=== design 1 ===
Design 1, metal 3:
Scale bar: 100 um.
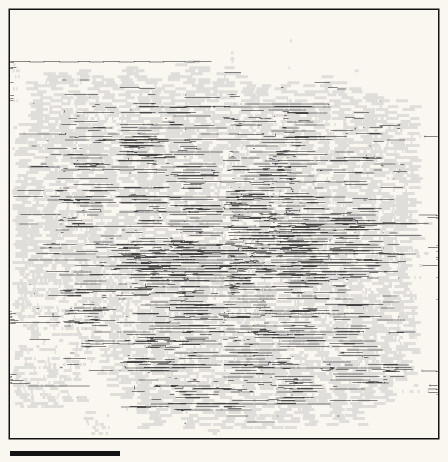

### src/rtl/omp_pixel_frame_tx.sv
// omp_pixel_frame_tx
// Purpose : captures the reconstructed pixel stream into a frame buffer with a
//           written-mask. On frame_done it sends the frame as one byte packet:
//           HDR0, HDR1, LEN=NPIX-1, NPIX*BPP pixel bytes (ascending address,
//           MSB byte first), then an optional checksum byte.
//           Pixels that were never written are sent as zero bytes.
// Latency : HDR0 is valid the cycle after frame_done is seen in IDLE.
//           Bytes then follow at 1 byte/cycle while tx_ready is high.
// Backpr. : tx_data/tx_valid/tx_last are registered and held while tx_valid & !tx_ready.
//           Pixel writes and frame_done that arrive while busy are dropped and
//           recorded in the sticky wr_drop/frame_drop flags.
// Build   : define OMP_FRAME_CHECKSUM_EN to append a CHK byte (8-bit sum of LEN and
//           all pixel bytes); without it the packet ends on the last pixel byte.
// Ports   : clk, rst_n (async, active-low)
//           pixel_addr/pixel_val/pixel_we  pixel write port (accepted only in IDLE)
//           frame_done (start pulse), clear_err (clears the sticky flags)
//           tx_data/tx_valid/tx_last/tx_ready  byte stream toward the host link
//           busy, missing_cnt (unwritten pixels at packet start), wr_drop, frame_drop
module omp_pixel_frame_tx #(
  parameter int         ADDR_W = 6,
  parameter int         DATA_W = 24,
  parameter logic [7:0] HDR0   = 8'hA5,
  parameter logic [7:0] HDR1   = 8'h5A
) (
  input  logic              clk,
  input  logic              rst_n,
  input  logic [ADDR_W-1:0] pixel_addr,
  input  logic [DATA_W-1:0] pixel_val,
  input  logic              pixel_we,
  input  logic              frame_done,
  input  logic              clear_err,
  output logic [7:0]        tx_data,
  output logic              tx_valid,
  output logic              tx_last,
  input  logic              tx_ready,
  output logic              busy,
  output logic [ADDR_W:0]   missing_cnt,
  output logic              wr_drop,
  output logic              frame_drop
);

  localparam int                NPIX      = 1 << ADDR_W;
  localparam int                BPP       = DATA_W / 8;
  localparam int                BW        = (BPP > 1) ? $clog2(BPP) : 1;
  localparam int                CNT_W     = ADDR_W + 1;
  localparam logic [ADDR_W-1:0] LAST_PIX  = ADDR_W'(NPIX - 1);
  localparam logic [BW-1:0]     LAST_BYTE = BW'(BPP - 1);
  localparam logic [7:0]        LEN_BYTE  = 8'(NPIX - 1);

  typedef enum logic [2:0] {
    S_IDLE, S_SYNC0, S_SYNC1, S_LEN, S_PIX
`ifdef OMP_FRAME_CHECKSUM_EN
    , S_CHK
`endif
  } state_t;

  state_t            r_state;
  logic [7:0]        r_tx_data;
  logic              r_tx_valid;
  logic              r_tx_last;
  logic              r_busy;
  logic [ADDR_W:0]   r_missing;
  logic              r_wr_drop;
  logic              r_frame_drop;
  logic [NPIX-1:0]   r_mask;
  logic [DATA_W-1:0] r_buf [NPIX];
  logic [ADDR_W-1:0] r_pix;
  logic [BW-1:0]     r_byte;
`ifdef OMP_FRAME_CHECKSUM_EN
  logic [7:0]        r_sum;
`endif

  logic              w_idle;
  logic              w_hs;
  logic              w_last_byte;
  logic              w_end_pix;
  logic [NPIX-1:0]   w_written;
  logic [ADDR_W:0]   w_missing;
  logic [ADDR_W-1:0] w_sel_pix;
  logic [BW-1:0]     w_sel_byte;
  logic [DATA_W-1:0] w_sel_val;
  logic [7:0]        w_sel_dat;
  logic              w_sel_final;

  assign w_idle      = (r_state == S_IDLE);
  assign w_hs        = r_tx_valid & tx_ready;
  assign w_last_byte = (r_byte == LAST_BYTE);
  assign w_end_pix   = (r_pix == LAST_PIX) && w_last_byte;

  // Unwritten-pixel count as seen by the start cycle, so a write landing in the
  // same cycle as frame_done already counts as written.
  always_comb begin
    w_written = r_mask;
    if (pixel_we) w_written[pixel_addr] = 1'b1;
    w_missing = '0;
    for (int i = 0; i < NPIX; i++)
      w_missing = w_missing + CNT_W'(~w_written[i]);
  end

  // Position of the byte to load on the next handshake. From LEN this is pixel 0
  // byte 0; from PIX it is the current position advanced by one (wrapping to 0,0
  // after the last byte). Reading ahead keeps tx_data registered with no bubbles.
  always_comb begin
    w_sel_pix  = '0;
    w_sel_byte = '0;
    if (r_state == S_PIX) begin
      w_sel_pix  = w_last_byte ? r_pix + 1'b1 : r_pix;
      w_sel_byte = w_last_byte ? '0 : r_byte + 1'b1;
    end
  end

  // Unwritten pixels read as zero, so stale buffer contents never leave the block.
  always_comb begin
    w_sel_val = r_mask[w_sel_pix] ? r_buf[w_sel_pix] : '0;
    w_sel_dat = '0;
    for (int b = 0; b < BPP; b++)
      if (w_sel_byte == BW'(b)) w_sel_dat = w_sel_val[DATA_W-1-8*b -: 8];
  end

`ifdef OMP_FRAME_CHECKSUM_EN
  assign w_sel_final = 1'b0;
`else
  assign w_sel_final = (w_sel_pix == LAST_PIX) && (w_sel_byte == LAST_BYTE);
`endif

  // Buffer array has no reset; the mask makes its contents irrelevant after reset.
  always_ff @(posedge clk) begin
    if (w_idle && pixel_we) r_buf[pixel_addr] <= pixel_val;
  end

  always_ff @(posedge clk or negedge rst_n) begin
    if (!rst_n) begin
      r_state      <= S_IDLE;
      r_tx_data    <= '0;
      r_tx_valid   <= 1'b0;
      r_tx_last    <= 1'b0;
      r_busy       <= 1'b0;
      r_missing    <= '0;
      r_wr_drop    <= 1'b0;
      r_frame_drop <= 1'b0;
      r_mask       <= '0;
      r_pix        <= '0;
      r_byte       <= '0;
`ifdef OMP_FRAME_CHECKSUM_EN
      r_sum        <= '0;
`endif
    end else begin
      // A new drop event takes priority over clear_err in the same cycle.
      if (pixel_we && !w_idle)        r_wr_drop <= 1'b1;
      else if (clear_err)             r_wr_drop <= 1'b0;
      if (frame_done && !w_idle)      r_frame_drop <= 1'b1;
      else if (clear_err)             r_frame_drop <= 1'b0;

      case (r_state)
        S_IDLE: begin
          if (pixel_we) r_mask[pixel_addr] <= 1'b1;
          if (frame_done) begin
            r_state    <= S_SYNC0;
            r_tx_data  <= HDR0;
            r_tx_valid <= 1'b1;
            r_tx_last  <= 1'b0;
            r_busy     <= 1'b1;
            r_missing  <= w_missing;
            r_pix      <= '0;
            r_byte     <= '0;
`ifdef OMP_FRAME_CHECKSUM_EN
            r_sum      <= '0;
`endif
          end
        end
        S_SYNC0: if (w_hs) begin
          r_state   <= S_SYNC1;
          r_tx_data <= HDR1;
        end
        S_SYNC1: if (w_hs) begin
          r_state   <= S_LEN;
          r_tx_data <= LEN_BYTE;
        end
        S_LEN: if (w_hs) begin
          r_state   <= S_PIX;
          r_tx_data <= w_sel_dat;
          r_tx_last <= w_sel_final;
          r_pix     <= w_sel_pix;
          r_byte    <= w_sel_byte;
`ifdef OMP_FRAME_CHECKSUM_EN
          r_sum     <= r_sum + r_tx_data;
`endif
        end
        S_PIX: if (w_hs) begin
          r_pix  <= w_sel_pix;
          r_byte <= w_sel_byte;
`ifdef OMP_FRAME_CHECKSUM_EN
          r_sum  <= r_sum + r_tx_data;
          if (w_end_pix) begin
            r_state   <= S_CHK;
            r_tx_data <= r_sum + r_tx_data;
            r_tx_last <= 1'b1;
          end else begin
            r_tx_data <= w_sel_dat;
            r_tx_last <= w_sel_final;
          end
`else
          if (w_end_pix) begin
            r_state    <= S_IDLE;
            r_tx_data  <= '0;
            r_tx_valid <= 1'b0;
            r_tx_last  <= 1'b0;
            r_busy     <= 1'b0;
            r_mask     <= '0;
          end else begin
            r_tx_data <= w_sel_dat;
            r_tx_last <= w_sel_final;
          end
`endif
        end
`ifdef OMP_FRAME_CHECKSUM_EN
        S_CHK: if (w_hs) begin
          r_state    <= S_IDLE;
          r_tx_data  <= '0;
          r_tx_valid <= 1'b0;
          r_tx_last  <= 1'b0;
          r_busy     <= 1'b0;
          r_mask     <= '0;
        end
`endif
        default: r_state <= S_IDLE;
      endcase
    end
  end

  assign tx_data     = r_tx_data;
  assign tx_valid    = r_tx_valid;
  assign tx_last     = r_tx_last;
  assign busy        = r_busy;
  assign missing_cnt = r_missing;
  assign wr_drop     = r_wr_drop;
  assign frame_drop  = r_frame_drop;

endmodule

### config.mk
export PLATFORM = sky130hd
export DESIGN_NAME = omp_pixel_frame_tx
export DESIGN_NICKNAME = d
export VERILOG_FILES = /design/src/rtl/omp_pixel_frame_tx.sv
export SDC_FILE = /design/constraint.sdc
export NUM_CORES = 2
export LEC_CHECK = 0
export CORE_MARGIN = 2
export CORE_UTILIZATION = 45
export DETAILED_ROUTE_END_ITERATION = 7
export PLACE_DENSITY_LB_ADDON = 0.3
export RECOVER_POWER = 25
export SYNTH_ARGS = -nofsm -noshare
export SYNTH_HDL_FRONTEND = slang
export SYNTH_SLANG_ARGS = --single-unit
### constraint.sdc
create_clock -name clk -period 14.1 [get_ports clk]
set_clock_uncertainty 0.1 [all_clocks]
set_input_delay 1.41 -clock clk [delete_from_list [all_inputs] [get_ports clk]]
set_output_delay 1.41 -clock clk [all_outputs]
set_load 0.02 [all_outputs]
=== design 2 ===
**src/rtl/alu_share_arbiter.sv**
```systemverilog
// Round-robin arbiter sharing one combinational ALU32 between two requesters.
// Operands are registered ahead of the ALU; result and flags are registered behind it.
module alu_share_arbiter #(
  parameter int unsigned DATA_W = 32,
  parameter int unsigned CTRL_W = 3
) (
  input  logic              clk,
  input  logic              rst_n,

  input  logic              req0_valid,
  output logic              req0_ready,
  input  logic [DATA_W-1:0] req0_a,
  input  logic [DATA_W-1:0] req0_b,
  input  logic [CTRL_W-1:0] req0_ctrl,

  input  logic              req1_valid,
  output logic              req1_ready,
  input  logic [DATA_W-1:0] req1_a,
  input  logic [DATA_W-1:0] req1_b,
  input  logic [CTRL_W-1:0] req1_ctrl,

  output logic              rsp0_valid,
  input  logic              rsp0_ready,
  output logic [DATA_W-1:0] rsp0_result,
  output logic              rsp0_zero,
  output logic              rsp0_overflow,

  output logic              rsp1_valid,
  input  logic              rsp1_ready,
  output logic [DATA_W-1:0] rsp1_result,
  output logic              rsp1_zero,
  output logic              rsp1_overflow,

  output logic [DATA_W-1:0] alu_a,
  output logic [DATA_W-1:0] alu_b,
  output logic [CTRL_W-1:0] alu_ctrl,
  input  logic [DATA_W-1:0] alu_result,
  input  logic              alu_zero,
  input  logic              alu_overflow,

  output logic              busy
);

  localparam logic [1:0] IDLE = 2'd0;
  localparam logic [1:0] EXEC = 2'd1;
  localparam logic [1:0] RESP = 2'd2;

  logic [1:0]        state_q, state_d;
  logic              last_grant_q, last_grant_d;
  logic              grant_id_q, grant_id_d;

  logic [DATA_W-1:0] alu_a_q, alu_a_d;
  logic [DATA_W-1:0] alu_b_q, alu_b_d;
  logic [CTRL_W-1:0] alu_ctrl_q, alu_ctrl_d;

  logic              rsp0_valid_q, rsp0_valid_d;
  logic [DATA_W-1:0] rsp0_result_q, rsp0_result_d;
  logic              rsp0_zero_q, rsp0_zero_d;
  logic              rsp0_overflow_q, rsp0_overflow_d;

  logic              rsp1_valid_q, rsp1_valid_d;
  logic [DATA_W-1:0] rsp1_result_q, rsp1_result_d;
  logic              rsp1_zero_q, rsp1_zero_d;
  logic              rsp1_overflow_q, rsp1_overflow_d;

  logic              grant_any;
  logic              grant_sel;
  logic              in_idle;
  logic              accept;
  logic              rsp_done;

  // When both requesters compete, the one that did not win last time gets the grant.
  always_comb begin
    grant_any = req0_valid | req1_valid;
    if (req0_valid && req1_valid) begin
      grant_sel = ~last_grant_q;
    end else begin
      grant_sel = req1_valid;
    end
  end

  assign in_idle    = (state_q == IDLE);
  assign req0_ready = rst_n & in_idle & grant_any & ~grant_sel;
  assign req1_ready = rst_n & in_idle & grant_any & grant_sel;
  assign accept     = (req0_valid & req0_ready) | (req1_valid & req1_ready);

  always_comb begin
    if (grant_id_q) begin
      rsp_done = rsp1_valid_q & rsp1_ready;
    end else begin
      rsp_done = rsp0_valid_q & rsp0_ready;
    end
  end

  always_comb begin
    state_d         = state_q;
    last_grant_d    = last_grant_q;
    grant_id_d      = grant_id_q;
    alu_a_d         = alu_a_q;
    alu_b_d         = alu_b_q;
    alu_ctrl_d      = alu_ctrl_q;
    rsp0_valid_d    = rsp0_valid_q;
    rsp0_result_d   = rsp0_result_q;
    rsp0_zero_d     = rsp0_zero_q;
    rsp0_overflow_d = rsp0_overflow_q;
    rsp1_valid_d    = rsp1_valid_q;
    rsp1_result_d   = rsp1_result_q;
    rsp1_zero_d     = rsp1_zero_q;
    rsp1_overflow_d = rsp1_overflow_q;

    case (state_q)
      IDLE: begin
        if (accept) begin
          grant_id_d = grant_sel;
          if (grant_sel) begin
            alu_a_d    = req1_a;
            alu_b_d    = req1_b;
            alu_ctrl_d = req1_ctrl;
          end else begin
            alu_a_d    = req0_a;
            alu_b_d    = req0_b;
            alu_ctrl_d = req0_ctrl;
          end
          state_d = EXEC;
        end
      end

      EXEC: begin
        // Only the granted requester's response registers are written.
        if (grant_id_q) begin
          rsp1_valid_d    = 1'b1;
          rsp1_result_d   = alu_result;
          rsp1_zero_d     = alu_zero;
          rsp1_overflow_d = alu_overflow;
        end else begin
          rsp0_valid_d    = 1'b1;
          rsp0_result_d   = alu_result;
          rsp0_zero_d     = alu_zero;
          rsp0_overflow_d = alu_overflow;
        end
        state_d = RESP;
      end

      RESP: begin
        if (rsp_done) begin
          if (grant_id_q) begin
            rsp1_valid_d = 1'b0;
          end else begin
            rsp0_valid_d = 1'b0;
          end
          last_grant_d = grant_id_q;
          state_d      = IDLE;
        end
      end

      default: begin
        state_d = IDLE;
      end
    endcase
  end

  always_ff @(posedge clk or negedge rst_n) begin
    if (!rst_n) begin
      state_q         <= IDLE;
      last_grant_q    <= 1'b1;
      grant_id_q      <= 1'b0;
      alu_a_q         <= '0;
      alu_b_q         <= '0;
      alu_ctrl_q      <= '0;
      rsp0_valid_q    <= 1'b0;
      rsp0_result_q   <= '0;
      rsp0_zero_q     <= 1'b0;
      rsp0_overflow_q <= 1'b0;
      rsp1_valid_q    <= 1'b0;
      rsp1_result_q   <= '0;
      rsp1_zero_q     <= 1'b0;
      rsp1_overflow_q <= 1'b0;
    end else begin
      state_q         <= state_d;
      last_grant_q    <= last_grant_d;
      grant_id_q      <= grant_id_d;
      alu_a_q         <= alu_a_d;
      alu_b_q         <= alu_b_d;
      alu_ctrl_q      <= alu_ctrl_d;
      rsp0_valid_q    <= rsp0_valid_d;
      rsp0_result_q   <= rsp0_result_d;
      rsp0_zero_q     <= rsp0_zero_d;
      rsp0_overflow_q <= rsp0_overflow_d;
      rsp1_valid_q    <= rsp1_valid_d;
      rsp1_result_q   <= rsp1_result_d;
      rsp1_zero_q     <= rsp1_zero_d;
      rsp1_overflow_q <= rsp1_overflow_d;
    end
  end

  assign alu_a         = alu_a_q;
  assign alu_b         = alu_b_q;
  assign alu_ctrl      = alu_ctrl_q;
  assign rsp0_valid    = rsp0_valid_q;
  assign rsp0_result   = rsp0_result_q;
  assign rsp0_zero     = rsp0_zero_q;
  assign rsp0_overflow = rsp0_overflow_q;
  assign rsp1_valid    = rsp1_valid_q;
  assign rsp1_result   = rsp1_result_q;
  assign rsp1_zero     = rsp1_zero_q;
  assign rsp1_overflow = rsp1_overflow_q;
  assign busy          = ~in_idle;

endmodule

```
**config.mk**
```make
export PLATFORM = sky130hd
export DESIGN_NAME = alu_share_arbiter
export DESIGN_NICKNAME = d
export VERILOG_FILES = /design/src/rtl/alu_share_arbiter.sv
export SDC_FILE = /design/constraint.sdc
export NUM_CORES = 1
export LEC_CHECK = 0
export ABC_AREA = 1
export CORE_MARGIN = 2
export CORE_UTILIZATION = 30
export DETAILED_ROUTE_END_ITERATION = 10
export HOLD_SLACK_MARGIN = 0.1
export PLACE_DENSITY_LB_ADDON = 0.2
export SLEW_MARGIN = 15
export SYNTH_ARGS = -nofsm -noshare
export SYNTH_HDL_FRONTEND = slang
export SYNTH_SLANG_ARGS = --single-unit
```
**constraint.sdc**
```tcl
create_clock -name clk -period 3.3 [get_ports clk]
set_clock_uncertainty 0.2 [all_clocks]
set_input_delay 0.66 -clock clk [delete_from_list [all_inputs] [get_ports clk]]
set_output_delay 0.66 -clock clk [all_outputs]
set_load 0.01 [all_outputs]
```
=== design 3 ===
$ cat src/rtl/uart_tx_sched.sv
// Round-robin scheduler sharing one uart_tx between NUM_REQ byte sources.
// Latency: accept in IDLE, tx_ready rises next cycle; one frame per FRAME_LEN+1 cycles.
// Backpressure: req_ready is a one-hot combinational strobe, only ever high in IDLE.
module uart_tx_sched #(
  parameter int NUM_REQ  = 4,
  parameter int BAUD_END = 5207,
  parameter int HOLD     = 4,
  parameter int GUARD    = 16
) (
  input  logic                   sys_clk_50M,
  input  logic                   rst,
  input  logic [NUM_REQ-1:0]     req_valid,
  input  logic [8*NUM_REQ-1:0]   req_data,
  output logic [NUM_REQ-1:0]     req_ready,
  output logic                   tx_ready,
  output logic [7:0]             tx_data,
  output logic                   busy,
  output logic [2:0]             grant_id,
  output logic [15:0]            frame_cnt_total
);

  // Launch hold + 10 serial bits + idle guard, counted from the first tx_ready cycle.
  localparam int FRAME_LEN = HOLD + 10 * (BAUD_END + 1) + GUARD;
  localparam int CW        = $clog2(FRAME_LEN);

  localparam logic [CW-1:0] HOLD_LAST  = CW'(HOLD - 1);
  localparam logic [CW-1:0] FRAME_LAST = CW'(FRAME_LEN - 1);
  localparam logic [2:0]    LAST_REQ   = 3'(NUM_REQ - 1);

  typedef enum logic [1:0] {
    ST_IDLE   = 2'd0,
    ST_LAUNCH = 2'd1,
    ST_WAIT   = 2'd2
  } state_t;

  state_t          state_q;
  logic [CW-1:0]   cnt_q;
  logic [CW-1:0]   cnt_d;
  logic            tx_ready_q;
  logic [7:0]      tx_data_q;
  logic            busy_q;
  logic [2:0]      grant_id_q;
  logic [15:0]     frame_cnt_q;

  logic [7:0]      vld8;
  logic [3:0]      idx;
  logic [2:0]      win;
  logic            found;
  logic [7:0]      win_data;

  assign cnt_d = cnt_q + CW'(1);

  // Circular search from grant_id+1; walking offsets high-to-low lets the nearest valid win.
  always_comb begin
    vld8      = 8'(req_valid);
    idx       = '0;
    win       = '0;
    found     = 1'b0;
    win_data  = '0;
    req_ready = '0;
    for (int k = NUM_REQ; k >= 1; k--) begin
      idx = {1'b0, grant_id_q} + 4'(k);
      if (idx >= 4'(NUM_REQ)) begin
        idx = idx - 4'(NUM_REQ);
      end
      if (vld8[idx[2:0]]) begin
        win   = idx[2:0];
        found = 1'b1;
      end
    end
    for (int i = 0; i < NUM_REQ; i++) begin
      if (win == 3'(i)) begin
        win_data = req_data[8*i +: 8];
      end
      req_ready[i] = (state_q == ST_IDLE) && found && (win == 3'(i));
    end
  end

  // Frame sequencer: accept in IDLE, hold tx_ready for HOLD cycles, then sit out the frame time.
  always_ff @(posedge sys_clk_50M) begin
    if (rst) begin
      state_q     <= ST_IDLE;
      cnt_q       <= '0;
      tx_ready_q  <= 1'b0;
      tx_data_q   <= '0;
      busy_q      <= 1'b0;
      grant_id_q  <= LAST_REQ;
      frame_cnt_q <= '0;
    end else begin
      case (state_q)
        ST_IDLE: begin
          if (found) begin
            state_q     <= ST_LAUNCH;
            cnt_q       <= '0;
            tx_data_q   <= win_data;
            grant_id_q  <= win;
            tx_ready_q  <= 1'b1;
            busy_q      <= 1'b1;
            frame_cnt_q <= frame_cnt_q + 16'd1;
          end
        end
        ST_LAUNCH: begin
          cnt_q <= cnt_d;
          if (cnt_q == HOLD_LAST) begin
            state_q    <= ST_WAIT;
            tx_ready_q <= 1'b0;
          end
        end
        ST_WAIT: begin
          if (cnt_q == FRAME_LAST) begin
            state_q <= ST_IDLE;
            cnt_q   <= '0;
            busy_q  <= 1'b0;
          end else begin
            cnt_q <= cnt_d;
          end
        end
        default: begin
          state_q    <= ST_IDLE;
          cnt_q      <= '0;
          tx_ready_q <= 1'b0;
          busy_q     <= 1'b0;
        end
      endcase
    end
  end

  assign tx_ready        = tx_ready_q;
  assign tx_data         = tx_data_q;
  assign busy            = busy_q;
  assign grant_id        = grant_id_q;
  assign frame_cnt_total = frame_cnt_q;

endmodule

$ cat config.mk
export PLATFORM = sky130hd
export DESIGN_NAME = uart_tx_sched
export DESIGN_NICKNAME = d
export VERILOG_FILES = /design/src/rtl/uart_tx_sched.sv
export SDC_FILE = /design/constraint.sdc
export NUM_CORES = 1
export LEC_CHECK = 0
export CAP_MARGIN = 10
export CORE_MARGIN = 2
export CORE_UTILIZATION = 25
export CTS_CLUSTER_SIZE = 12
export DETAILED_ROUTE_END_ITERATION = 12
export PLACE_DENSITY = 0.49
export SYNTH_ARGS = -nofsm -noshare
export SYNTH_HDL_FRONTEND = slang
export SYNTH_SLANG_ARGS = --single-unit
$ cat constraint.sdc
create_clock -name sys_clk_50M -period 4 [get_ports sys_clk_50M]
set_input_delay 0.8 -clock sys_clk_50M [delete_from_list [all_inputs] [get_ports sys_clk_50M]]
set_output_delay 0.8 -clock sys_clk_50M [all_outputs]
set_load 0.02 [all_outputs]
=== design 4 ===
File: src/rtl/rf_sb.sv
// rtl/rf_sb.sv - parametrised register file with write bypass and per-register pending scoreboard
// Decode-stage storage: two combinational reads, one synchronous write, RAW-hazard pending bits.
module rf_sb #(
    parameter int WIDTH    = 32,
    parameter int NUM      = 32,
    parameter int AW       = 5,
    parameter int ZERO_REG = 1,
    parameter int BYPASS   = 1
) (
    input  logic             clk,
    input  logic             rst,
    input  logic [WIDTH-1:0] busW,
    input  logic [AW-1:0]    rW,
    input  logic             wE,
    input  logic [AW-1:0]    rA,
    input  logic [AW-1:0]    rB,
    output logic [WIDTH-1:0] busA,
    output logic [WIDTH-1:0] busB,
    input  logic             iE,
    input  logic [AW-1:0]    rI,
    output logic             pendA,
    output logic             pendB,
    output logic [AW:0]      pendCnt
);

    logic [WIDTH-1:0] r_regs [NUM];
    logic [NUM-1:0]   r_pend;
    logic [AW:0]      r_pend_cnt;

    logic [NUM-1:0]   w_pend_next;
    logic [AW:0]      w_pend_cnt_next;
    logic             w_wr_ok;
    logic             w_iss_ok;
    logic             w_hit_a;
    logic             w_hit_b;
    logic [WIDTH-1:0] w_rd_a;
    logic [WIDTH-1:0] w_rd_b;

    // Register 0 swallows writes and issues when it is the hardwired zero.
    assign w_wr_ok  = wE & ~((ZERO_REG != 0) & (rW == '0));
    assign w_iss_ok = iE & ~((ZERO_REG != 0) & (rI == '0));

    assign w_hit_a = (BYPASS != 0) & w_wr_ok & (rW == rA);
    assign w_hit_b = (BYPASS != 0) & w_wr_ok & (rW == rB);

    assign w_rd_a = ((ZERO_REG != 0) && (rA == '0)) ? '0 : r_regs[rA];
    assign w_rd_b = ((ZERO_REG != 0) && (rB == '0)) ? '0 : r_regs[rB];

    // Outputs are forced quiet during reset so a bypassed busW cannot leak out.
    assign busA    = rst ? '0 : (w_hit_a ? busW : w_rd_a);
    assign busB    = rst ? '0 : (w_hit_b ? busW : w_rd_b);
    assign pendA   = ~rst & r_pend[rA] & ~w_hit_a;
    assign pendB   = ~rst & r_pend[rB] & ~w_hit_b;
    assign pendCnt = r_pend_cnt;

    // Clear first, then set, so a same-cycle issue to the written register stays pending.
    always_comb begin
        w_pend_next     = r_pend;
        w_pend_cnt_next = '0;
        if (w_wr_ok) begin
            w_pend_next[rW] = 1'b0;
        end
        if (w_iss_ok) begin
            w_pend_next[rI] = 1'b1;
        end
        for (int i = 0; i < NUM; i++) begin
            w_pend_cnt_next = w_pend_cnt_next + {{AW{1'b0}}, w_pend_next[i]};
        end
    end

    always_ff @(posedge clk or posedge rst) begin
        if (rst) begin
            for (int i = 0; i < NUM; i++) begin
                r_regs[i] <= '0;
            end
        end else if (w_wr_ok) begin
            r_regs[rW] <= busW;
        end
    end

    always_ff @(posedge clk or posedge rst) begin
        if (rst) begin
            r_pend     <= '0;
            r_pend_cnt <= '0;
        end else begin
            r_pend     <= w_pend_next;
            r_pend_cnt <= w_pend_cnt_next;
        end
    end

endmodule

File: config.mk
export PLATFORM = sky130hd
export DESIGN_NAME = rf_sb
export DESIGN_NICKNAME = d
export VERILOG_FILES = /design/src/rtl/rf_sb.sv
export SDC_FILE = /design/constraint.sdc
export NUM_CORES = 2
export LEC_CHECK = 0
export CORE_UTILIZATION = 60
export DETAILED_ROUTE_END_ITERATION = 6
export DONT_BUFFER_PORTS = 1
export PLACE_DENSITY = 0.78
export REMOVE_ABC_BUFFERS = 1
export SYNTH_ARGS = -nofsm -noshare
export SYNTH_HDL_FRONTEND = slang
export SYNTH_SLANG_ARGS = --single-unit
File: constraint.sdc
create_clock -name clk -period 128.7 [get_ports clk]
set_input_delay 25.74 -clock clk [delete_from_list [all_inputs] [get_ports clk]]
set_output_delay 25.74 -clock clk [all_outputs]
set_load 0.1 [all_outputs]
Design 2, metal 3:
Scale bar: 50 um.
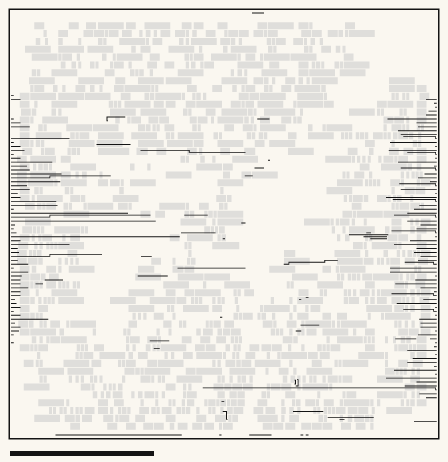
wire length on this layer = 1,470 um
nets with wire on the layer = 156
longest straight run = 80.5 um
share of all routed wire = 7.2%
main direction = horizontal
Vias: 6,047
WL final: 20,500 um

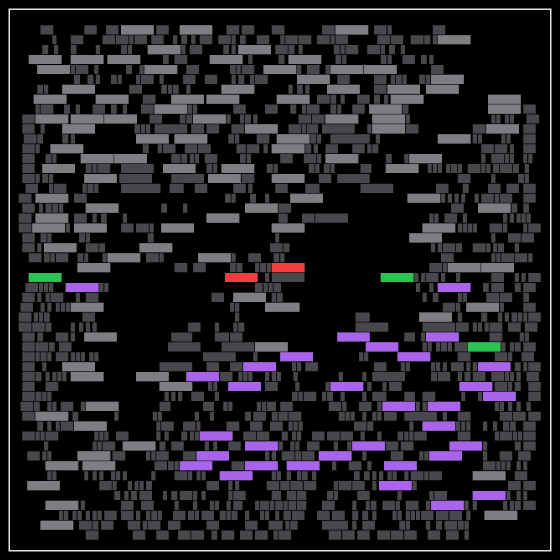
Design 2: sequential cells grouped by signal name
Other sequential cells in the stronger grey, the rest of the logic in the fainter grey.
green -> alu_ctrl  # placed flops 3
red -> state_q  # placed flops 2
purple -> alu_b  # placed flops 32
not coloured = 104
Seq power: 0.00303 W
Seq/total area: 34.6%
Final Util: 50.3%

==> impl_metrics.py, design 2 <==
# Auto-generated metrics
metrics = {
    "outcome": {
        "outcome": "complete, no violations",
    },
    "worst_setup_path": {
        "path_class": "primary input to output pin",
        "cpMaxStageDelayCell": "dlygate4sd3_1",
        "critPathBufInv": 4,
        "crit_path_max_incr_delay_ps": 620,
    },
    "clock_tree": {
        "clk_path_buf_depth": 2,
    },
    "cells_and_area": {
        "final_area_sq_um": 10200,
        "area_delta_synth_final_pct": 63.5,
        "largestClassByArea": "registers",
        "layout_top_cell": "nand2_1",
        "logic_area_sq_um": 2330,
        "fin_nets": 1265,
        "seq_cells": 141,
        "fin_cells": 1375,
        "antenna_cells": 1,
    },
    "min_path": {
        "min-delay-start": "alu_b[9]",
    },
    "die": {
        "fp.dieH_um": 148,
        "die_x_um": 148,
    },
    "sta": {
        "slew_headroom_pct": 36.4,
        "worst_pin_slew_ps": 954,
        "fin_ws_ps": 186,
    },
    "synth": {
        "top_area_cell": "dfrtp_1",
        "async_flop_share_pct": 100,
    },
    "power_and_ir_drop": {
        "finalPower_w": 0.00887,
        "p_seq_share_pct": 34.2,
        "vdd_drop_max_uv": 442,
        "swShare_pct": 35.0,
        "p_leak_nw": 5.03,
    },
    "placement": {
        "hpwl_um": 14200,
    },
    "detailed_routing": {
        "dr_wl_met2_um": 9970,
    },
}
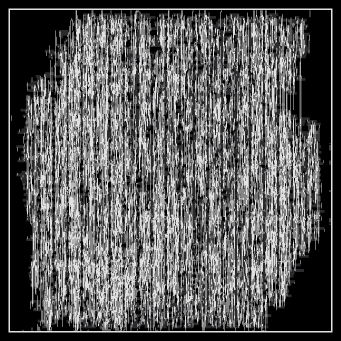
Design 4: metal 2
share of all routed wire = 48%
wire length on this layer = 74.7 mm
WL final: 157,000 um
met2 Use GR: 52.1%
Vias: 35,700

==> impl_metrics.py, design 4 <==
# Auto-generated metrics
metrics = {
    "clock_tree": {
        "clockRootBuffer": "clkbuf_16",
        "clk_path_buf_depth": 3,
        "numCtsBuffers": 113,
        "clk_pin_slew_ps": 60,
        "cts_hold_buf": 0,
        "cts_resized": 0,
    },
    "detailed_routing": {
        "m1WireLength_um": 60700,
        "met3RoutedLength_um": 14500,
        "drt-pass1-iter-count": 6,
        "drt_iter0_markers": 3705,
    },
    "power_and_ir_drop": {
        "switchingPower_w": 0.000324,
        "pg_comb_w": 0.000297,
        "clkPwrFrac_pct": 31.5,
        "finalPower_w": 0.00110,
        "swShare_pct": 29.5,
        "internal-power_w": 0.000772,
        "pwr-share-comb_pct": 27.1,
        "p_seq_share_pct": 41.4,
        "vdd_drop_max_uv": 40.6,
    },
    "synth": {
        "area_leaders": "dfrtp_1 (47%), mux4_2 (21%), mux2_2 (21%)",
        "yosysUniqueCellTypes": 45,
        "yosys_cells": 3775,
        "mux_share_pct": 41.9,
        "topCombFamilyByArea": "multiplexers",
        "synth-compound-area-share_pct": 5.20,
        "ys_ff": 1062,
    },
    "global_route": {
        "grt-ovfl-total": 0,
        "grt_start_max_net_pins": 266,
        "first_global_vias": 36900,
    },
    "worst_setup_path": {
        "rrSetupSlack_ps": 123560,
        "crit_end": "busA[30]",
        "path_class": "primary input to output pin",
        "crit_cells": 6,
        "start_kind": "primary input",
        "path_cells": "nor3_1 > a21bo_1 > o311ai_4 > buf_4 > a21oi_1 > a221o_1",
        "crit_path_max_incr_delay_ps": 840,
    },
    "cells_and_area": {
        "seq-cell-share_pct": 43.3,
        "utilization_pct": 65.5,
        "antenna_cells": 0,
        "comb-cell-share_pct": 46.6,
        "num-clock-buffers": 165,
        "layout_top_cells": "dfrtp_1 (1,062), mux2_2 (1,056), mux4_2 (532)",
        "layout_top_cell": "dfrtp_1",
        "fin_nets": 3613,
        "largest_register_ffs": 1024,
        "n_fill_cell": 6368,
    },
    "sta": {
        "rsz0062_at_grt": "false",
        "worst_pin_slew_ps": 1270,
        "fin_ws_ps": 74530,
        "clock.fmax_mhz": 18.5,
        "slew_headroom_pct": 15.2,
        "hold_viol": 0,
        "slew_viol_final": 0,
    },
    "run": {
        "drv_cap": 0,
    },
    "placement": {
        "post_dp_cell_area_sq_um": 57500,
        "hpwl_um": 83200,
    },
    "min_path": {
        "whs_endpoint": "r_regs[992]",
        "min-delay-start": "r_regs[992]",
    },
    "die": {
        "fp.dieH_um": 310,
    },
    "outcome": {
        "outcome": "complete, no violations",
    },
}
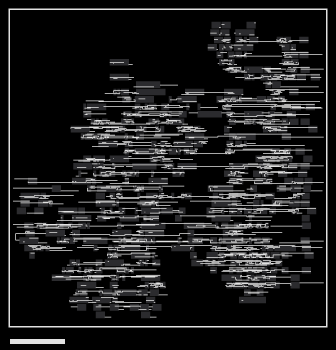
Design 3: the metal 1 layer
Scale bar: 20 um.
nets with wire on the layer = 453
wire length on this layer = 4,430 um
share of all routed wire = 50%
main direction = horizontal
longest straight run = 36.3 um
WL final: 8930 um
Vias: 3,065
routing usage on met1: 18.2%

==> impl_metrics.py, design 3 <==
# Auto-generated metrics
metrics = {
    "die": {
        "chip_area_sq_um": 13400,
        "taps": 168,
        "fp.dieH_um": 116,
    },
    "global_route": {
        "grt_antenna_before_repair": 0,
        "grtUsageMet2_pct": 21.2,
        "grt_pass1_wl_um": 14400,
        "grt-ovfl-total": 0,
        "grt_start_max_net_pins": 39,
    },
    "worst_setup_path": {
        "critical_path.max_fanout": 6,
        "path_cells": "clkdlybuf4s50_1 > buf_4 > or4b_2 > o22ai_1 > a211o_1 > a22o_1 > nand2_1 > nor2_1 > dlygate4sd2_1",
        "start_kind": "primary input",
        "crit_path_max_incr_delay_ps": 610,
        "r2r_start": "grant_id[0]",
    },
    "synth": {
        "ys_ff": 47,
        "top_cell_area_share_pct": 30.2,
        "netlist_instances": 374,
        "simple_gate_share_pct": 27.6,
        "yosysWarnings": 0,
        "floorplan.nets": 419,
    },
    "detailed_routing": {
        "dr_wl_met2_um": 3880,
        "ant_nets": 0,
    },
    "min_path": {
        "whs_endpoint": "tx_data[3]",
    },
    "power_and_ir_drop": {
        "clkPwrFrac_pct": 17.4,
        "pg_seq_w": 0.000596,
        "p_leak_nw": 1.50,
        "finalPower_w": 0.00273,
    },
    "cells_and_area": {
        "seq-cell-share_pct": 22.0,
        "final_area_sq_um": 4280,
        "fin_cells": 624,
        "comb-cell-share_pct": 47.5,
        "layout_top_cells": "clkdlybuf4s50_1 (66), nor2_1 (47), dfxtp_1 (47)",
        "antenna_cells": 0,
        "logic_area_sq_um": 2040,
        "fin_nets": 501,
    },
    "sta": {
        "hold_ws_ps": 468,
        "worst_pin_slew_ps": 654,
        "rsz0062_at_grt": "false",
        "period_needed_ps": 3770,
        "finalSetupTns_ps": 0,
        "slew_viol_final": 0,
    },
    "outcome": {
        "outcome": "complete, no violations",
    },
    "clock_tree": {
        "numCtsBuffers": 5,
        "clock_latency_ps": 290,
        "htree_levels": 2,
    },
}
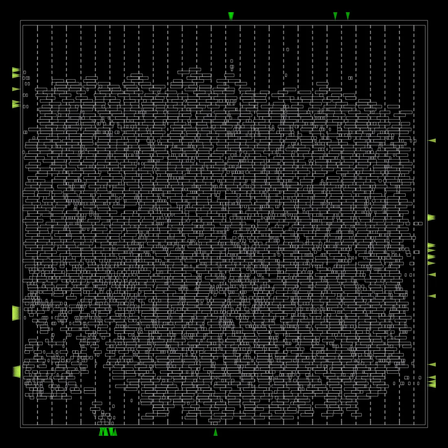
Design 1: cell placement
# Taps: 1,917
Flops: 1,630

Notes on 'metal 3' of design 1 above:
share of all routed wire = 12%
nets with wire on the layer = 453
longest straight run = 153 um
main direction = horizontal

==> impl_metrics.py, design 1 <==
# Auto-generated metrics
metrics = {
    "cells_and_area": {
        "buf_share_pct": 2.01,
        "drive_above_1_share_pct": 15.3,
        "nNonClkBuffers": 200,
        "logic_gates": 2132,
        "antenna_cells": 4,
        "inv_count": 48,
    },
    "synth": {
        "netlist_area_sq_um": 66400,
        "common_cells": "edfxtp_1 (1,536), nand2_1 (626), nand3_1 (230)",
        "xor_share_pct": 0.200,
        "area_leaders": "edfxtp_1 (69%), mux4_2 (6.2%), dfrtp_1 (3.5%)",
        "top_area_cell": "edfxtp_1",
        "post_synth.cell_area_avg_sq_um": 16.3,
        "yosysWarnings": 0,
        "fa_ha_area_share_pct": 1.93,
        "yosysUniqueCellTypes": 83,
    },
    "run": {
        "drv_cap": 21,
        "tool_warnings": 41,
    },
    "global_route": {
        "grt-ovfl-total": 0,
        "grt.busiest_layer": "met2",
        "grt_util_met1_pct": 37.7,
    },
    "worst_setup_path": {
        "r2r.worst_path.cells": 20,
        "timing.rr.end": "missing_cnt[6]",
        "critical_path.max_fanout": 8,
        "crit_cells": 23,
        "path_class": "primary input to flip-flop",
        "cpMaxStageDelayCell": "nor3_1",
        "startpoint": "pixel_we",
    },
    "outcome": {
        "violations": "max-capacitance violations, max-slew violations",
        "outcome": "finished with violations",
    },
    "die": {
        "rows": 140,
        "ios": 56,
    },
    "detailed_routing": {
        "m1WireLength_um": 77300,
        "top_layer": "met5",
        "vias": 39400,
    },
    "sta": {
        "slew_viol_final": 1328,
        "finalSetupTns_ps": 0,
    },
    "power_and_ir_drop": {
        "pg_comb_w": 0.00401,
        "pwr-share-comb_pct": 29.2,
    },
    "min_path": {
        "min-delay-start": "missing_cnt[4]",
    },
}

=== design 5 ===
File: src/rtl/reg_write_buffer_if.sv
// ---------------------------------------------------------------------------
// reg_write_buffer_if
// Producer-side write offer into the register write buffer.
//   req_valid : producer offers a register write this cycle
//   req_sel   : destination register index of the offered write
//   req_dat   : data of the offered write
//   req_ready : buffer will accept the offer at the next rising edge
// Modports:
//   master : the producer (drives the offer, observes req_ready)
//   slave  : the buffer (observes the offer, drives req_ready)
// ---------------------------------------------------------------------------
interface reg_write_buffer_if;
    logic        req_valid;
    logic [4:0]  req_sel;
    logic [31:0] req_dat;
    logic        req_ready;

    modport master (
        output req_valid,
        output req_sel,
        output req_dat,
        input  req_ready
    );

    modport slave (
        input  req_valid,
        input  req_sel,
        input  req_dat,
        output req_ready
    );
endinterface

File: src/rtl/reg_write_buffer.sv
// ---------------------------------------------------------------------------
// reg_write_buffer
// In-order buffer of pending register-file writes. Accepted writes queue up
// and drain one per cycle into the register-file write port whenever that
// port is not held. Two read ports are corrected for writes still pending,
// so readers always see the youngest pending value for a register.
// Ports:
//   CLK, nRST          : clock (rising edge) and asynchronous active-low reset
//   req (slave)        : write offer handshake (valid/sel/dat/ready)
//   hold               : register-file write port busy; no draining
//   WEN, wsel, wdat    : write port toward the register file (head entry)
//   rsel1/2, rf_rdat1/2: read indices and raw register-file read data
//   rdat1/2            : read data with pending writes forwarded
//   count              : number of valid pending entries
// Parameter:
//   DEPTH              : number of entries, power of two in 2..16
// ---------------------------------------------------------------------------
module reg_write_buffer #(
    parameter int DEPTH = 4
) (
    input  logic                     CLK,
    input  logic                     nRST,
    reg_write_buffer_if.slave        req,
    input  logic                     hold,
    output logic                     WEN,
    output logic [4:0]               wsel,
    output logic [31:0]              wdat,
    input  logic [4:0]               rsel1,
    input  logic [4:0]               rsel2,
    input  logic [31:0]              rf_rdat1,
    input  logic [31:0]              rf_rdat2,
    output logic [31:0]              rdat1,
    output logic [31:0]              rdat2,
    output logic [$clog2(DEPTH):0]   count
);
    localparam int AW = $clog2(DEPTH);
    localparam int CW = AW + 1;

    logic [CW-1:0] count_reg, count_next;
    logic [AW-1:0] head_reg,  head_next;
    logic [AW-1:0] tail_reg,  tail_next;
    logic [4:0]    sel_reg [DEPTH];
    logic [31:0]   dat_reg [DEPTH];

    logic          ready;
    logic          push;
    logic          pop;
    logic          not_empty;
    logic [DEPTH-1:0] entry_valid;

    // Ready looks only at the current occupancy, never at a same-cycle pop,
    // so the producer never sees a combinational path through hold.
    assign ready     = (count_reg < CW'(DEPTH));
    assign not_empty = (count_reg != '0);
    assign req.req_ready = ready;

    // Writes to register 0 are handshaken normally but never stored.
    assign push = req.req_valid & ready & (req.req_sel != 5'd0);
    assign pop  = not_empty & ~hold;

    assign WEN   = pop;
    assign wsel  = not_empty ? sel_reg[head_reg] : 5'd0;
    assign wdat  = not_empty ? dat_reg[head_reg] : 32'd0;
    assign count = count_reg;

    always_comb begin
        count_next = count_reg + CW'(push) - CW'(pop);
        head_next  = pop  ? head_reg + AW'(1) : head_reg;
        tail_next  = push ? tail_reg + AW'(1) : tail_reg;
    end

    always_ff @(posedge CLK or negedge nRST) begin
        if (!nRST) begin
            count_reg <= '0;
            head_reg  <= '0;
            tail_reg  <= '0;
            for (int i = 0; i < DEPTH; i++) begin
                sel_reg[i] <= '0;
                dat_reg[i] <= '0;
            end
        end else begin
            count_reg <= count_next;
            head_reg  <= head_next;
            tail_reg  <= tail_next;
            if (push) begin
                sel_reg[tail_reg] <= req.req_sel;
                dat_reg[tail_reg] <= req.req_dat;
            end
        end
    end

    // A slot holds a pending write when its distance from the head (modulo
    // DEPTH) is below the occupancy.
    generate
        for (genvar gi = 0; gi < DEPTH; gi++) begin : g_valid
            logic [AW-1:0] age;
            assign age             = AW'(gi) - head_reg;
            assign entry_valid[gi] = ({1'b0, age} < count_reg);
        end
    endgenerate

    // Read-port forwarding. Slots are scanned oldest to youngest so the last
    // match, i.e. the youngest pending write, wins. The current offer is not
    // stored yet and therefore never forwarded.
    logic [4:0]  rsel_a    [2];
    logic [31:0] rf_rdat_a [2];
    logic [31:0] rdat_a    [2];

    assign rsel_a[0]    = rsel1;
    assign rsel_a[1]    = rsel2;
    assign rf_rdat_a[0] = rf_rdat1;
    assign rf_rdat_a[1] = rf_rdat2;
    assign rdat1        = rdat_a[0];
    assign rdat2        = rdat_a[1];

    generate
        for (genvar gi = 0; gi < 2; gi++) begin : g_rport
            logic [AW-1:0] scan_idx;
            logic [31:0]   hit_dat;

            always_comb begin
                hit_dat  = rf_rdat_a[gi];
                scan_idx = '0;
                for (int k = 0; k < DEPTH; k++) begin
                    scan_idx = head_reg + AW'(k);
                    if (entry_valid[scan_idx] && (sel_reg[scan_idx] == rsel_a[gi]))
                        hit_dat = dat_reg[scan_idx];
                end
            end

            assign rdat_a[gi] = (rsel_a[gi] == 5'd0) ? 32'd0 : hit_dat;
        end
    endgenerate

endmodule

File: src/flat_wrapper.sv
// flat-port wrapper written by rule: the top's interface ports become plain ports
module reg_write_buffer_flat 
#(
    parameter int DEPTH = 4
)
  (CLK, nRST, hold, WEN, wsel, wdat, rsel1, rsel2, rf_rdat1, rf_rdat2, rdat1, rdat2, count, req_req_valid, req_req_sel, req_req_dat, req_req_ready);
  reg_write_buffer_if req_i ();
  input  logic CLK;
  input  logic nRST;
  input  logic hold;
  output logic WEN;
  output logic [4:0] wsel;
  output logic [31:0] wdat;
  input  logic [4:0] rsel1;
  input  logic [4:0] rsel2;
  input  logic [31:0] rf_rdat1;
  input  logic [31:0] rf_rdat2;
  output logic [31:0] rdat1;
  output logic [31:0] rdat2;
  output logic [$clog2(DEPTH):0] count;
  input wire logic [$bits(req_i.req_valid)-1:0] req_req_valid;
  input wire logic [$bits(req_i.req_sel)-1:0] req_req_sel;
  input wire logic [$bits(req_i.req_dat)-1:0] req_req_dat;
  output wire logic [$bits(req_i.req_ready)-1:0] req_req_ready;
  assign req_i.req_valid = req_req_valid;
  assign req_i.req_sel = req_req_sel;
  assign req_i.req_dat = req_req_dat;
  assign req_req_ready = req_i.req_ready;
  reg_write_buffer #(.DEPTH(DEPTH)) u_core (.CLK(CLK), .nRST(nRST), .req(req_i), .hold(hold), .WEN(WEN), .wsel(wsel), .wdat(wdat), .rsel1(rsel1), .rsel2(rsel2), .rf_rdat1(rf_rdat1), .rf_rdat2(rf_rdat2), .rdat1(rdat1), .rdat2(rdat2), .count(count));
endmodule
File: config.mk
export PLATFORM = sky130hd
export DESIGN_NAME = reg_write_buffer_flat
export DESIGN_NICKNAME = d
export VERILOG_FILES = /design/src/rtl/reg_write_buffer_if.sv /design/src/rtl/reg_write_buffer.sv /design/src/flat_wrapper.sv
export SDC_FILE = /design/constraint.sdc
export NUM_CORES = 1
export LEC_CHECK = 0
export ABC_CLOCK_PERIOD_IN_PS = 5700
export CAP_MARGIN = 20
export CORE_MARGIN = 8
export CORE_UTILIZATION = 50
export DETAILED_ROUTE_END_ITERATION = 16
export PLACE_DENSITY = 0.72
export SYNTH_ARGS = -nofsm -noshare
export SYNTH_HDL_FRONTEND = slang
export SYNTH_SLANG_ARGS = --single-unit
File: constraint.sdc
create_clock -name CLK -period 5.7 [get_ports CLK]
set_input_delay 1.14 -clock CLK [delete_from_list [all_inputs] [get_ports CLK]]
set_output_delay 1.14 -clock CLK [all_outputs]
set_load 0.01 [all_outputs]
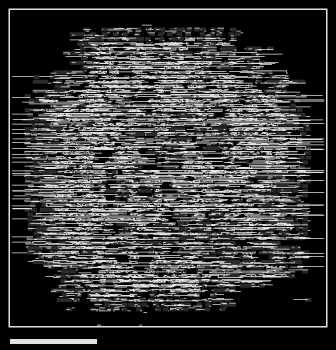
Design 5: the metal 1 layer
Scale bar: 50 um.
nets with wire on the layer = 1,612
main direction = horizontal
wire length on this layer = 19,800 um
share of all routed wire = 40%
longest straight run = 58.4 um
Vias: 13,600
WL final: 49,400 um
routing usage on met1: 38.3%

==> impl_metrics.py <==
# Auto-generated metrics
metrics = {
    "outcome": {
        "outcome": "complete, no violations",
    },
    "worst_setup_path": {
        "arrival_ps": 4410,
        "r2r_start": "u_core.count[2]",
        "crit_cells": 10,
        "critical_path.max_fanout": 51,
        "path_class": "flip-flop to output pin",
    },
    "synth": {
        "xor_share_pct": 3.34,
        "synth_chip_area_sq_um": 13600,
        "simple_gate_share_pct": 14.6,
        "flop_cell": "dfrtp_1",
        "area_leaders": "dfrtp_1 (28%), mux2_2 (17%), mux2i_1 (4.7%)",
        "top_cell": "mux2_2",
    },
    "cells_and_area": {
        "clk_share_pct": 3.74,
        "utilization_pct": 62.2,
        "logic_area_sq_um": 9020,
        "seqCellArea_sq_um": 3890,
        "drive_above_1_share_pct": 23.7,
        "fin_cells": 1983,
    },
    "min_path": {
        "whs_path_depth": 1,
    },
    "detailed_routing": {
        "ant_nets": 0,
    },
    "clock_tree": {
        "cts_hold_buf": 0,
        "cts_resized": 0,
        "numCtsBuffers": 17,
        "clockRootBuffer": "clkbuf_16",
    },
    "power_and_ir_drop": {
        "p_leak_nw": 6.51,
        "pwr-share-comb_pct": 73.3,
    },
    "sta": {
        "slew_viol_final": 0,
        "finalClockPeriodUsage_pct": 97.5,
        "period_needed_ps": 5550,
        "fin_ws_ps": 145,
        "finalSetupTns_ps": 0,
    },
    "die": {
        "taps": 341,
        "rows": 60,
        "ios": 221,
        "die_x_um": 181,
    },
    "global_route": {
        "grt_antenna_before_repair": 1,
    },
    "placement": {
        "post_dp_cell_area_sq_um": 16000,
    },
}


==> notes/layouts.md <==
Pictures saved along the way, in no particular order.

Cell placement.
image #1
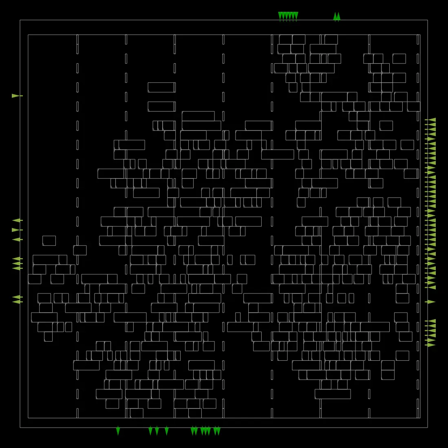
image #2
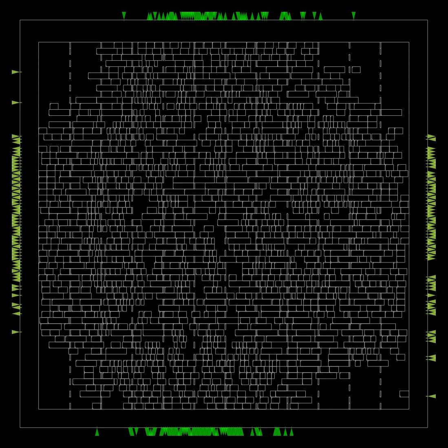
image #3
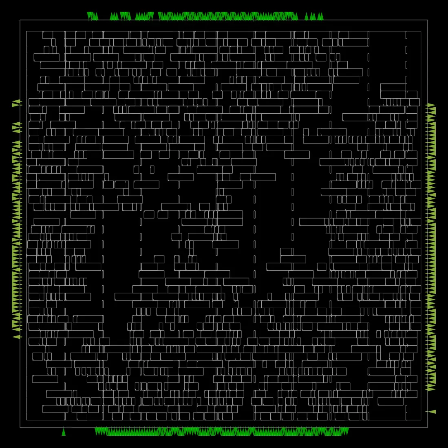
image #4
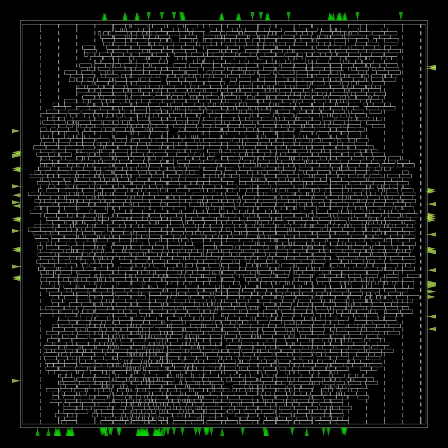
| from | picture |
|---|---|
| design 3 | image #1 |
| design 5 | image #2 |
| design 4 | image #4 |
| design 2 | image #3 |
- most cells: image #4
- fewest cells: image #1

No activity file was given, so power comes from the tool's default toggle rates.
